==================== design 1
Figure 1. Routing congestion (design 1).
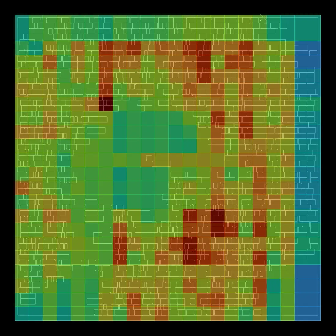

File: config.mk
export PLATFORM = sky130hd
export DESIGN_NAME = region_dispatcher
export DESIGN_NICKNAME = d
export VERILOG_FILES = /design/src/rtl/region_dispatcher.sv
export SDC_FILE = /design/constraint.sdc
export NUM_CORES = 1
export LEC_CHECK = 0
export CELL_PAD_IN_SITES_DETAIL_PLACEMENT = 0
export CELL_PAD_IN_SITES_GLOBAL_PLACEMENT = 1
export CORE_UTILIZATION = 35
export DETAILED_ROUTE_END_ITERATION = 8
export PLACE_DENSITY = 0.92
export REMOVE_ABC_BUFFERS = 1
export SYNTH_ARGS = -nofsm -noshare
export SYNTH_HDL_FRONTEND = slang
export SYNTH_SLANG_ARGS = --single-unit
File: constraint.sdc
create_clock -name aclk -period 8 [get_ports aclk]
set_input_delay 1.2 -clock aclk [delete_from_list [all_inputs] [get_ports aclk]]
set_output_delay 1.2 -clock aclk [all_outputs]
set_load 0.01 [all_outputs]
File: src/rtl/region_dispatcher.sv
`timescale 1ns/1ps
`default_nettype none
// ============================================================================
//  Module   : region_dispatcher
//  Purpose  : Accepts one request-meta beat at a time and dispatches it to the
//             least-loaded operator region. Equal loads are resolved by
//             last-served OID affinity when OID_AFFINITY_EN is defined,
//             otherwise by the lowest index. Also keeps the per-region
//             outstanding counters and the last OID served by each region,
//             and exports them as region_stats_out.
//  Options  : `define OID_AFFINITY_EN to enable the OID-affinity tie-break.
//  Revision : 1.0  initial release
// ============================================================================
module region_dispatcher #(
  parameter int HTTP_META_WIDTH   = 98,
  parameter int OPERATOR_ID_WIDTH = 16,
  parameter int QDEPTH            = 16,
  parameter int N_REGIONS         = 4,
  localparam int LOAD_BITS        = $clog2(QDEPTH),
  localparam int RB               = $clog2(N_REGIONS),
  localparam int STAT_W           = OPERATOR_ID_WIDTH + LOAD_BITS
) (
  input  logic                           aclk,
  input  logic                           areset,
  input  logic                           meta_in_tvalid,
  output logic                           meta_in_tready,
  input  logic [HTTP_META_WIDTH-1:0]     meta_in_tdata,
  output logic [N_REGIONS-1:0]           req_valid,
  input  logic [N_REGIONS-1:0]           req_ready,
  output logic [HTTP_META_WIDTH-1:0]     req_meta,
  input  logic [N_REGIONS-1:0]           done_in,
  output logic [N_REGIONS*STAT_W-1:0]    region_stats_out,
  output logic [RB-1:0]                  lb_ctrl,
  output logic                           busy,
  output logic                           err_underflow
);

  localparam logic [1:0] S_IDLE     = 2'd0;
  localparam logic [1:0] S_SELECT   = 2'd1;
  localparam logic [1:0] S_DISPATCH = 2'd2;

  localparam logic [LOAD_BITS-1:0] LOAD_LIMIT = LOAD_BITS'(QDEPTH - 1);

  logic [1:0]                   state;
  logic [HTTP_META_WIDTH-1:0]   meta_q;
  logic [RB-1:0]                sel;

  logic [LOAD_BITS-1:0]         load     [N_REGIONS];
  logic [OPERATOR_ID_WIDTH-1:0] last_oid [N_REGIONS];

  logic [N_REGIONS-1:0]         eligible;
  logic [N_REGIONS-1:0]         oid_match;
  logic [N_REGIONS-1:0]         underflow_hit;

  logic                         found;
  logic [RB-1:0]                best_idx;
  logic [LOAD_BITS-1:0]         best_load;
  logic                         best_match;

  logic                         dispatch_fire;

  assign dispatch_fire  = (state == S_DISPATCH) && req_ready[sel];
  assign meta_in_tready = (state == S_IDLE) && !areset;
  assign busy           = (state != S_IDLE);
  assign req_meta       = meta_q;

  // Per-region bookkeeping: eligibility, affinity match, counters, stats export
  for (genvar i = 0; i < N_REGIONS; i++) begin : g_region
    logic inc;
    logic dec;

    assign inc = dispatch_fire && (sel == RB'(i));
    assign dec = done_in[i];

    assign eligible[i] = (load[i] < LOAD_LIMIT);
`ifdef OID_AFFINITY_EN
    assign oid_match[i] = (last_oid[i] == meta_q[OPERATOR_ID_WIDTH-1:0]);
`else
    assign oid_match[i] = 1'b0;
`endif
    // A completion against an empty counter is an error, unless a dispatch
    // to the same region lands on the same edge and cancels it out.
    assign underflow_hit[i] = dec && !inc && (load[i] == '0);

    assign req_valid[i] = (state == S_DISPATCH) && (sel == RB'(i));
    assign region_stats_out[i*STAT_W +: STAT_W] = {last_oid[i], load[i]};

    // Outstanding counter and last-served OID for this region
    always_ff @(posedge aclk) begin
      if (areset) begin
        load[i]     <= '0;
        last_oid[i] <= '0;
      end else begin
        if (inc && !dec) begin
          load[i] <= load[i] + LOAD_BITS'(1);
        end else if (!inc && dec && (load[i] != '0)) begin
          load[i] <= load[i] - LOAD_BITS'(1);
        end
        if (inc) begin
          last_oid[i] <= meta_q[OPERATOR_ID_WIDTH-1:0];
        end
      end
    end
  end

  // Least-loaded eligible region; scanning upward keeps the lowest index on ties
  always_comb begin
    found      = 1'b0;
    best_idx   = '0;
    best_load  = '0;
    best_match = 1'b0;
    for (int i = 0; i < N_REGIONS; i++) begin
      if (eligible[i] &&
          (!found || (load[i] < best_load) ||
           ((load[i] == best_load) && oid_match[i] && !best_match))) begin
        found      = 1'b1;
        best_idx   = RB'(i);
        best_load  = load[i];
        best_match = oid_match[i];
      end
    end
  end

  // Request FSM: accept meta, pick a region, hold the dispatch until accepted
  always_ff @(posedge aclk) begin
    if (areset) begin
      state   <= S_IDLE;
      meta_q  <= '0;
      sel     <= '0;
      lb_ctrl <= '0;
    end else begin
      case (state)
        S_IDLE: begin
          if (meta_in_tvalid) begin
            meta_q <= meta_in_tdata;
            state  <= S_SELECT;
          end
        end
        S_SELECT: begin
          if (found) begin
            sel   <= best_idx;
            state <= S_DISPATCH;
          end
        end
        S_DISPATCH: begin
          if (req_ready[sel]) begin
            lb_ctrl <= sel;
            state   <= S_IDLE;
          end
        end
        default: state <= S_IDLE;
      endcase
    end
  end

  // Sticky underflow flag, cleared only by reset
  always_ff @(posedge aclk) begin
    if (areset) begin
      err_underflow <= 1'b0;
    end else if (|underflow_hit) begin
      err_underflow <= 1'b1;
    end
  end

endmodule
`default_nettype wire

==================== design 2
--- src/rtl/fetch_stage.sv ---
`default_nettype none
// fetch_stage: issues req/ack instruction reads at the PC address, buffers tagged results
// in a small FIFO toward decode, and gates PC advance through hold.
module fetch_stage #(
   parameter int ADDR_W    = 8,
   parameter int INSTR_W   = 16,
   parameter int BUF_DEPTH = 2
) (
   input  logic               clk,
   input  logic               reset,
   input  logic [ADDR_W-1:0]  pcIn,
   output logic [ADDR_W-1:0]  pcFeedback,
   output logic               hold,
   input  logic               flush,
   output logic               memReq,
   output logic [ADDR_W-1:0]  memAddr,
   input  logic               memAck,
   input  logic [INSTR_W-1:0] memData,
   output logic [INSTR_W-1:0] instrOut,
   output logic [ADDR_W-1:0]  instrPC,
   output logic               instrValid,
   input  logic               instrReady
);

   localparam int PTR_W = (BUF_DEPTH > 1) ? $clog2(BUF_DEPTH) : 1;
   localparam int CNT_W = $clog2(BUF_DEPTH + 1);
   localparam logic [CNT_W-1:0] DEPTH_C = CNT_W'(BUF_DEPTH);

   typedef enum logic [1:0] {
      IDLE = 2'd0,
      WAIT = 2'd1,
      DROP = 2'd2
   } state_t;

   state_t state, state_nxt;

   logic [INSTR_W-1:0] buf_instr [BUF_DEPTH];
   logic [ADDR_W-1:0]  buf_pc    [BUF_DEPTH];
   logic [PTR_W-1:0]   rd_ptr, wr_ptr, head_idx;
   logic [CNT_W-1:0]   count, count_nxt;
   logic               issue, push, pop;
   logic [INSTR_W-1:0] head_instr_nxt;
   logic [ADDR_W-1:0]  head_pc_nxt;

   assign pcFeedback = pcIn;
   assign instrValid = (count != '0);
   assign hold       = ~(flush | ((state == WAIT) & memAck));
   assign push       = (state == WAIT) & memAck & ~flush;
   assign pop        = instrValid & instrReady & ~flush;

   always_comb begin
      state_nxt = state;
      issue     = 1'b0;
      case (state)
         IDLE: begin
            if (!flush && count < DEPTH_C) begin
               state_nxt = WAIT;
               issue     = 1'b1;
            end
         end
         WAIT: begin
            if (memAck)
               state_nxt = IDLE;
            else if (flush)
               state_nxt = DROP;
         end
         DROP: begin
            if (memAck)
               state_nxt = IDLE;
         end
         default: state_nxt = IDLE;
      endcase
   end

   // Head after this edge: a write landing on the new head slot must bypass the array.
   always_comb begin
      head_idx = pop ? rd_ptr + PTR_W'(1) : rd_ptr;
      if (push && wr_ptr == head_idx) begin
         head_instr_nxt = memData;
         head_pc_nxt    = memAddr;
      end else begin
         head_instr_nxt = buf_instr[head_idx];
         head_pc_nxt    = buf_pc[head_idx];
      end
      count_nxt = count;
      if (flush)
         count_nxt = '0;
      else if (push && !pop)
         count_nxt = count + CNT_W'(1);
      else if (pop && !push)
         count_nxt = count - CNT_W'(1);
   end

   always_ff @(posedge clk or posedge reset) begin
      if (reset) begin
         state    <= IDLE;
         memReq   <= 1'b0;
         memAddr  <= '0;
         rd_ptr   <= '0;
         wr_ptr   <= '0;
         count    <= '0;
         instrOut <= '0;
         instrPC  <= '0;
      end else begin
         state  <= state_nxt;
         memReq <= (state_nxt != IDLE);
         if (issue)
            memAddr <= pcIn;
         count <= count_nxt;
         if (flush) begin
            rd_ptr <= '0;
            wr_ptr <= '0;
         end else begin
            if (pop)
               rd_ptr <= rd_ptr + PTR_W'(1);
            if (push)
               wr_ptr <= wr_ptr + PTR_W'(1);
         end
         // Outputs keep their last value once the buffer drains.
         if (count_nxt != '0) begin
            instrOut <= head_instr_nxt;
            instrPC  <= head_pc_nxt;
         end
      end
   end

   always_ff @(posedge clk) begin
      if (push) begin
         buf_instr[wr_ptr] <= memData;
         buf_pc[wr_ptr]    <= memAddr;
      end
   end

endmodule
`default_nettype wire

--- config.mk ---
export PLATFORM = sky130hd
export DESIGN_NAME = fetch_stage
export DESIGN_NICKNAME = d
export VERILOG_FILES = /design/src/rtl/fetch_stage.sv
export SDC_FILE = /design/constraint.sdc
export NUM_CORES = 1
export LEC_CHECK = 0
export CAP_MARGIN = 5
export CELL_PAD_IN_SITES_DETAIL_PLACEMENT = 1
export CELL_PAD_IN_SITES_GLOBAL_PLACEMENT = 1
export CORE_UTILIZATION = 37
export DETAILED_ROUTE_END_ITERATION = 12
export GPL_TIMING_DRIVEN = 0
export PLACE_DENSITY = 0.74
export SYNTH_ARGS = -nofsm -noshare
export SYNTH_HDL_FRONTEND = slang
export SYNTH_SLANG_ARGS = --single-unit
--- constraint.sdc ---
create_clock -name clk -period 5.99 [get_ports clk]
set_input_delay 1.198 -clock clk [delete_from_list [all_inputs] [get_ports clk]]
set_output_delay 1.198 -clock clk [all_outputs]
set_load 0.005 [all_outputs]
==================== design 3
[src/rtl/alu_sequencer.sv]
// Decoder-to-ALU sequencer: buffers decoded instructions in a FIFO, issues them one at a
// time to an asynchronous two-phase ALU, and holds each result until writeback takes it.
module alu_sequencer #(
  parameter int DEPTH   = 4,
  parameter int TIMEOUT = 255
) (
  input  logic        clk,
  input  logic        reset,
  input  logic        dec_valid,
  output logic        dec_ready,
  input  logic [31:0] dec_op1,
  input  logic [31:0] dec_op2,
  input  logic [31:0] dec_op3,
  input  logic [31:0] dec_op4,
  input  logic [3:0]  dec_type,
  output logic [31:0] alu_op1,
  output logic [31:0] alu_op2,
  output logic [31:0] alu_op3,
  output logic [31:0] alu_op4,
  output logic [3:0]  alu_type,
  output logic        alu_data_valid,
  output logic        alu_trigger,
  input  logic        alu_ready,
  input  logic [31:0] alu_res,
  input  logic [31:0] alu_cpsr,
  input  logic        alu_w,
  output logic        wb_valid,
  input  logic        wb_ready,
  output logic [31:0] wb_result,
  output logic [31:0] wb_cpsr,
  output logic        wb_write,
  output logic [1:0]  err
);

  localparam int AW = $clog2(DEPTH);
  localparam int CW = $clog2(TIMEOUT + 1);

  localparam logic [2:0] IDLE    = 3'd0;
  localparam logic [2:0] ISSUE   = 3'd1;
  localparam logic [2:0] WAIT_LO = 3'd2;
  localparam logic [2:0] WAIT_HI = 3'd3;
  localparam logic [2:0] DONE    = 3'd4;

  typedef struct packed {
    logic [31:0] op1;
    logic [31:0] op2;
    logic [31:0] op3;
    logic [31:0] op4;
    logic [3:0]  typ;
  } entry_t;

  entry_t          mem [DEPTH];
  entry_t          head;
  logic [AW-1:0]   wr_ptr, rd_ptr;
  logic [AW:0]     count;
  logic            full, empty, push, pop;
  logic [2:0]      state;
  logic [CW-1:0]   wait_cnt;
  logic            timeout;
  logic            rdy_meta, rdy_s;

  assign full      = (count == (AW+1)'(DEPTH));
  assign empty     = (count == '0);
  assign dec_ready = reset & ~full;
  assign push      = dec_valid & dec_ready;
  assign head      = mem[rd_ptr];
  assign timeout   = (wait_cnt == CW'(TIMEOUT));

  // The entry stays queued while in flight; it leaves on completion, timeout or rejection.
  always_comb begin
    pop = 1'b0;
    case (state)
      IDLE:    pop = !empty && (head.typ != 4'd0);
      WAIT_LO: pop = timeout;
      WAIT_HI: pop = timeout || rdy_s;
      default: pop = 1'b0;
    endcase
  end

  always_ff @(posedge clk) begin
    if (push) mem[wr_ptr] <= '{op1: dec_op1, op2: dec_op2, op3: dec_op3, op4: dec_op4, typ: dec_type};
  end

  always_ff @(posedge clk or negedge reset) begin
    if (!reset) begin
      wr_ptr <= '0;
      rd_ptr <= '0;
      count  <= '0;
    end else begin
      if (push) wr_ptr <= wr_ptr + 1'b1;
      if (pop)  rd_ptr <= rd_ptr + 1'b1;
      case ({push, pop})
        2'b10:   count <= count + 1'b1;
        2'b01:   count <= count - 1'b1;
        default: count <= count;
      endcase
    end
  end

  // alu_ready comes from another timing domain
  always_ff @(posedge clk or negedge reset) begin
    if (!reset) begin
      rdy_meta <= 1'b0;
      rdy_s    <= 1'b0;
    end else begin
      rdy_meta <= alu_ready;
      rdy_s    <= rdy_meta;
    end
  end

  always_ff @(posedge clk or negedge reset) begin
    if (!reset) begin
      state          <= IDLE;
      wait_cnt       <= '0;
      alu_op1        <= '0;
      alu_op2        <= '0;
      alu_op3        <= '0;
      alu_op4        <= '0;
      alu_type       <= '0;
      alu_data_valid <= 1'b0;
      alu_trigger    <= 1'b0;
      wb_valid       <= 1'b0;
      wb_result      <= '0;
      wb_cpsr        <= '0;
      wb_write       <= 1'b0;
      err            <= '0;
    end else begin
      case (state)
        IDLE: if (!empty) begin
          if (head.typ != 4'd0) begin
            err[1] <= 1'b1;
          end else begin
            alu_op1  <= head.op1;
            alu_op2  <= head.op2;
            alu_op3  <= head.op3;
            alu_op4  <= head.op4;
            alu_type <= head.typ;
            state    <= ISSUE;
          end
        end
        ISSUE: begin
          alu_data_valid <= 1'b1;
          alu_trigger    <= ~alu_trigger;
          wait_cnt       <= '0;
          state          <= WAIT_LO;
        end
        WAIT_LO, WAIT_HI: begin
          if (timeout) begin
            err[0]         <= 1'b1;
            alu_data_valid <= 1'b0;
            state          <= IDLE;
          end else begin
            wait_cnt <= wait_cnt + 1'b1;
            if (state == WAIT_LO) begin
              if (!rdy_s) state <= WAIT_HI;
            end else if (rdy_s) begin
              wb_result      <= alu_res;
              wb_cpsr        <= alu_cpsr;
              wb_write       <= alu_w;
              wb_valid       <= 1'b1;
              alu_data_valid <= 1'b0;
              state          <= DONE;
            end
          end
        end
        DONE: if (wb_ready) begin
          wb_valid <= 1'b0;
          state    <= IDLE;
        end
        default: state <= IDLE;
      endcase
    end
  end

endmodule
[config.mk]
export PLATFORM = sky130hd
export DESIGN_NAME = alu_sequencer
export DESIGN_NICKNAME = d
export VERILOG_FILES = /design/src/rtl/alu_sequencer.sv
export SDC_FILE = /design/constraint.sdc
export NUM_CORES = 1
export LEC_CHECK = 0
export CORE_ASPECT_RATIO = 0.75
export CORE_MARGIN = 2
export CORE_UTILIZATION = 35
export DETAILED_ROUTE_END_ITERATION = 6
export GPL_TIMING_DRIVEN = 0
export PLACE_DENSITY_LB_ADDON = 0.3
export RECOVER_POWER = 50
export SYNTH_ARGS = -nofsm -noshare
export SYNTH_HDL_FRONTEND = slang
export SYNTH_SLANG_ARGS = --single-unit
[constraint.sdc]
create_clock -name clk -period 4.88 [get_ports clk]
set_input_delay 0.976 -clock clk [delete_from_list [all_inputs] [get_ports clk]]
set_output_delay 0.976 -clock clk [all_outputs]
set_load 0.02 [all_outputs]
Figure 2. Wiring by layer (design 1).
Two of the layers only.
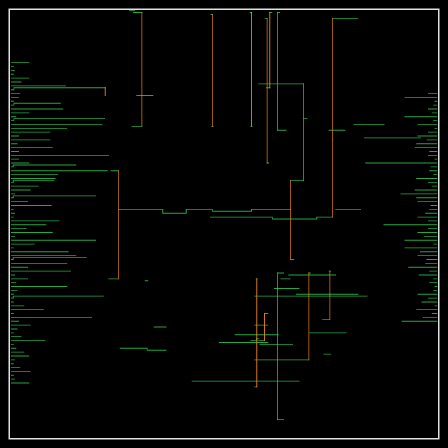
Green stands for M3, wire length 1620 microns. Orange stands for M4, wire length 558 microns.
final WL: 22.5 mm
Wirelength per Cell: 16.4 microns

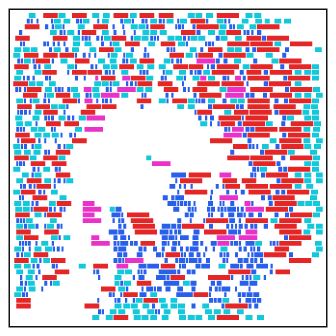
Figure 3: design 1, placed cells, one colour a class.
Cyan stands for remaining buffers and delay cells, cells 298. Red stands for sequential cells, cells 185. Magenta stands for clock drivers and dummy loads, cells 32. Blue stands for remaining logic cells, cells 575.
core box area: 21800 sq um
final core utilization: 52.9%
# rows: 54

## Picture notes: Figure 1
Tot GR Track Use: 19.8%
met3 GRT Util: 5.54%

==> results.sh, design 1 <==
# flow metrics
export IMPL_antenna_left=0
export IMPL_r2r_setup_slack_ns=3.05
export IMPL_met2_length_mm=11.0
export IMPL_worstSetupPathType="flip-flop to flip-flop"
export IMPL_drc=2
export IMPL_flop_cell="dfxtp_1"
export IMPL_p_sw_mw=0.888
export IMPL_vias_per_cell=4.87
export IMPL_die_x_microns=151
export IMPL_die_y_microns=151
export IMPL_syn_area_sq_um=7750
export IMPL_cp_arrival_ns=5.30
export IMPL_finalNetCount=1204
export IMPL_power_density_nw_per_um2=238
export IMPL_mostFrequentLayoutCells="clkdlybuf4s50_1 (294), nand2_1 (224), a21oi_1 (119), dfxtp_1 (105), edfxtp_1 (80)"
export IMPL_ys_sh_aoi_pct=12.1
export IMPL_slew_viol_final=0
export IMPL_cts_resized=0
export IMPL_slowest_delay_ns=0.49
export IMPL_ys_top_cells_by_area="edfxtp_1 (31%), dfxtp_1 (27%), nand2_1 (11%)"
export IMPL_place_hpwl_mm=15.9
export IMPL_synthCells=805
export IMPL_top_usage_layer="met2"
export IMPL_clkCellAreaFrac_pct=5.35
export IMPL_slowest_stage="edfxtp_1"
export IMPL_power_frac_comb_pct=26.2
export IMPL_status="finished, violations left"
export IMPL_layout_top_cell="clkdlybuf4s50_1"
export IMPL_violations="DRC"
export IMPL_synthXorXnorAreaFrac_pct=0.226
export IMPL_whs_ns=0.452
export IMPL_die_area_sq_um=22700
export IMPL_r2r_start="load[0][0]"
export IMPL_grt_antenna_before_repair=1
export IMPL_path_max_fanout=7
-- design 1: power by group through the flow --
stage | clock, mW | combinational, mW | sequential (mW)
after floorplan | 0 | 0.365 | 1.20
after global placement | 0 | 0.703 | 1.18
after detailed placement | 0 | 0.713 | 1.18
after CTS | 0.878 | 0.718 | 1.16
after global routing | 0.917 | 0.792 | 1.18
final | 0.858 | 0.718 | 1.16
-- design 1: registers in the layout, indices dropped and copies added (netlist names) --
name           flops
err_underflow      1
state              2
req_meta          98
load              16
last_oid          64
sel                2
lb_ctrl            2
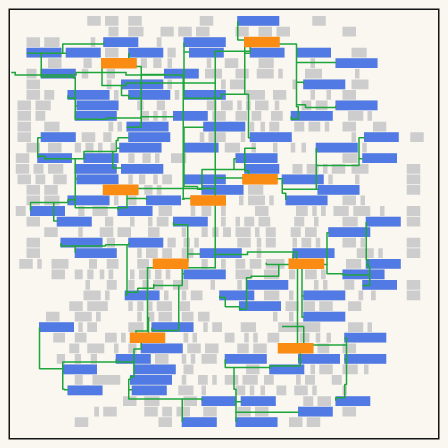
Figure 4: design 2, clock network drawn from the DEF.
Blue stands for flip-flops, count 87. Green stands for clock wires, length 1160 microns. Orange stands for clock-net drivers, count 9.
Position of the flops: all over the die.
final setup skew: 0.00449 ns
Latency at later pin: 0.34 ns
clock group total power: 0.572 mW

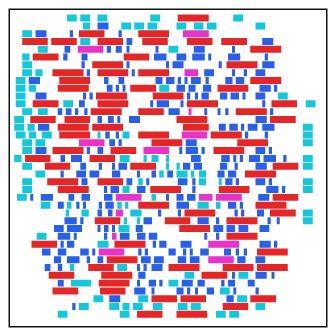
Figure 5: design 2, placed cells, one colour a class.
Cyan stands for remaining buffers and delay cells, cells 109. Magenta stands for clock drivers and dummy loads, cells 15. Blue stands for remaining logic cells, cells 252. Red stands for sequential cells, cells 87.
Design Area, Final: 5570 sq um
final core utilization: 48.8%
# rows: 39

==> results.sh, design 2 <==
# flow metrics
export IMPL_violations="DRC"
export IMPL_r2r_cells=5
export IMPL_ys_warn_count=0
export IMPL_muxShareOfSynthArea_pct=6.72
export IMPL_path_max_fanout=10
export IMPL_grt_max_degree=28
export IMPL_cp_arrival_ns=2.80
export IMPL_mostFrequentLayoutCells="clkdlybuf4s50_1 (71), nor2_1 (56), edfxtp_1 (48), dfrtp_1 (39), nand2_1 (36)"
export IMPL_endpoint="hold"
export IMPL_p_comb_mw=1.08
export IMPL_switching_share_pct=34.8
export IMPL_dp_slack_ns=1.76
export IMPL_min_period_over_period_pct=66.7
export IMPL_wl_per_cell_microns=19.7
export IMPL_drc=2
export IMPL_status="finished, violations left"
[design 2: flip-flops by register name, summed over array words and instances, names as in the netlist, 2 cells and up]
register / count
buf_instr: 32
buf_pc: 16
count: 2
instrOut: 16
instrPC: 8
memAddr: 8
state: 2
[design 2: layout make-up]
cell class | instances | area (sq um)
Timing Repair Buffer | 74 | 753
Clock inverter | 3 | 42.5
Buffer | 35 | 215
Fill cell | 1240 | 5850
Inverter | 12 | 45.0
Sequential cell | 87 | 2420
Multi-Input combinational cell | 240 | 1660
Tap cell | 143 | 179
Clock buffer | 12 | 256
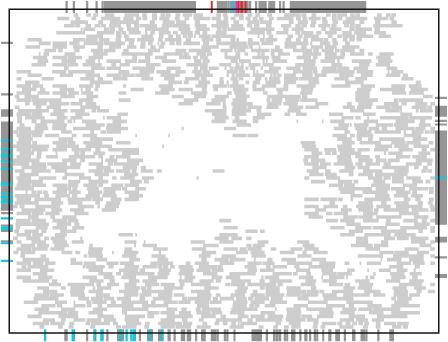
Figure 6: design 3, pin map.
Pins as bars across the die edge, other pins in grey.
Magenta stands for wb_ready, pins 1, direction input, edge top. Cyan stands for dec_op4, pins 32, direction input, edge 17 left, 13 bottom, 1 top, 1 right. Red stands for dec_type, pins 4, direction input, edge top.
All pins by edge: 182 top, 90 bottom, 68 right, 65 left.
Port Buffers: 404
Die X: 328 microns
Die Y: 247 microns

==> results.sh, design 3 <==
# flow metrics
export IMPL_die_area_sq_um=81200
export IMPL_top_power_group="sequential cells"
export IMPL_violations="capacitance limit, slew limit"
export IMPL_slew_viol_final=85
export IMPL_rows=89
export IMPL_power_density_nw_per_um2=588
export IMPL_relSlewSlack_pct=-65.1
export IMPL_rsz0062_at_grt="no"
export IMPL_r2r_setup_slack_ns=0.89
export IMPL_endpoint="dec_ready"
export IMPL_grt_antenna_before_repair=19
export IMPL_status="finished, violations left"
export IMPL_fin_area_sq_um=35900
export IMPL_syn_to_final_growth_pct=29.9
export IMPL_final_util_pct=45.8
export IMPL_p_sw_mw=6.08
export IMPL_drc=0
export IMPL_m1WireLength_mm=25.7
export IMPL_design_seq_count=750
export IMPL_area_share_nonclk_buffers_pct=13.0
export IMPL_muxShareOfSynthArea_pct=18.7
export IMPL_gr_usage_met1_pct=19.4
export IMPL_wl_met3_mm=4.20
export IMPL_min_period_over_period_pct=82.9
export IMPL_place_congestion=0.713
export IMPL_top_area_share_pct=57.4
export IMPL_clkCellAreaFrac_pct=7.31
export IMPL_use_met2_pct=24.6
export IMPL_yosysCellCount=1236
export IMPL_max_freq_mhz=247
export IMPL_maxCapViolations=2
export IMPL_endpoint_kind="output port"
export IMPL_switching_share_pct=28.8
export IMPL_synthCells=1236
export IMPL_finalNonFillerCells=2846
export IMPL_top_logic_kind="multiplexers"
export IMPL_cts_tree="done"
export IMPL_r2r_start="rd_ptr[1]"
export IMPL_drive_above_1_share_pct=23.9
export IMPL_required_ns=3.90
==> design 3: placed cells by master (no fill, tap or decap), types with 11 or more instances in the layout <==
cell type / instances
edfxtp_1: 528
clkdlybuf4s50_1: 270
dfrtp_1: 222
dlygate4sd3_1: 133
mux2_2: 129
mux4_2: 128
clkbuf_16: 79
mux2_1: 55
clkbuf_1: 52
buf_2: 12
bufinv_16: 11
==> design 3: flip-flops by register name, summed over array words and instances (netlist names), 3 cells and up <==
signal     count
alu_op1       32
alu_op2       32
alu_op3       32
alu_op4       32
alu_type       4
count          3
mem          528
state          3
wait_cnt       8
wb_cpsr       32
wb_result     32

No activity file was given, so power comes from the tool's default toggle rates.
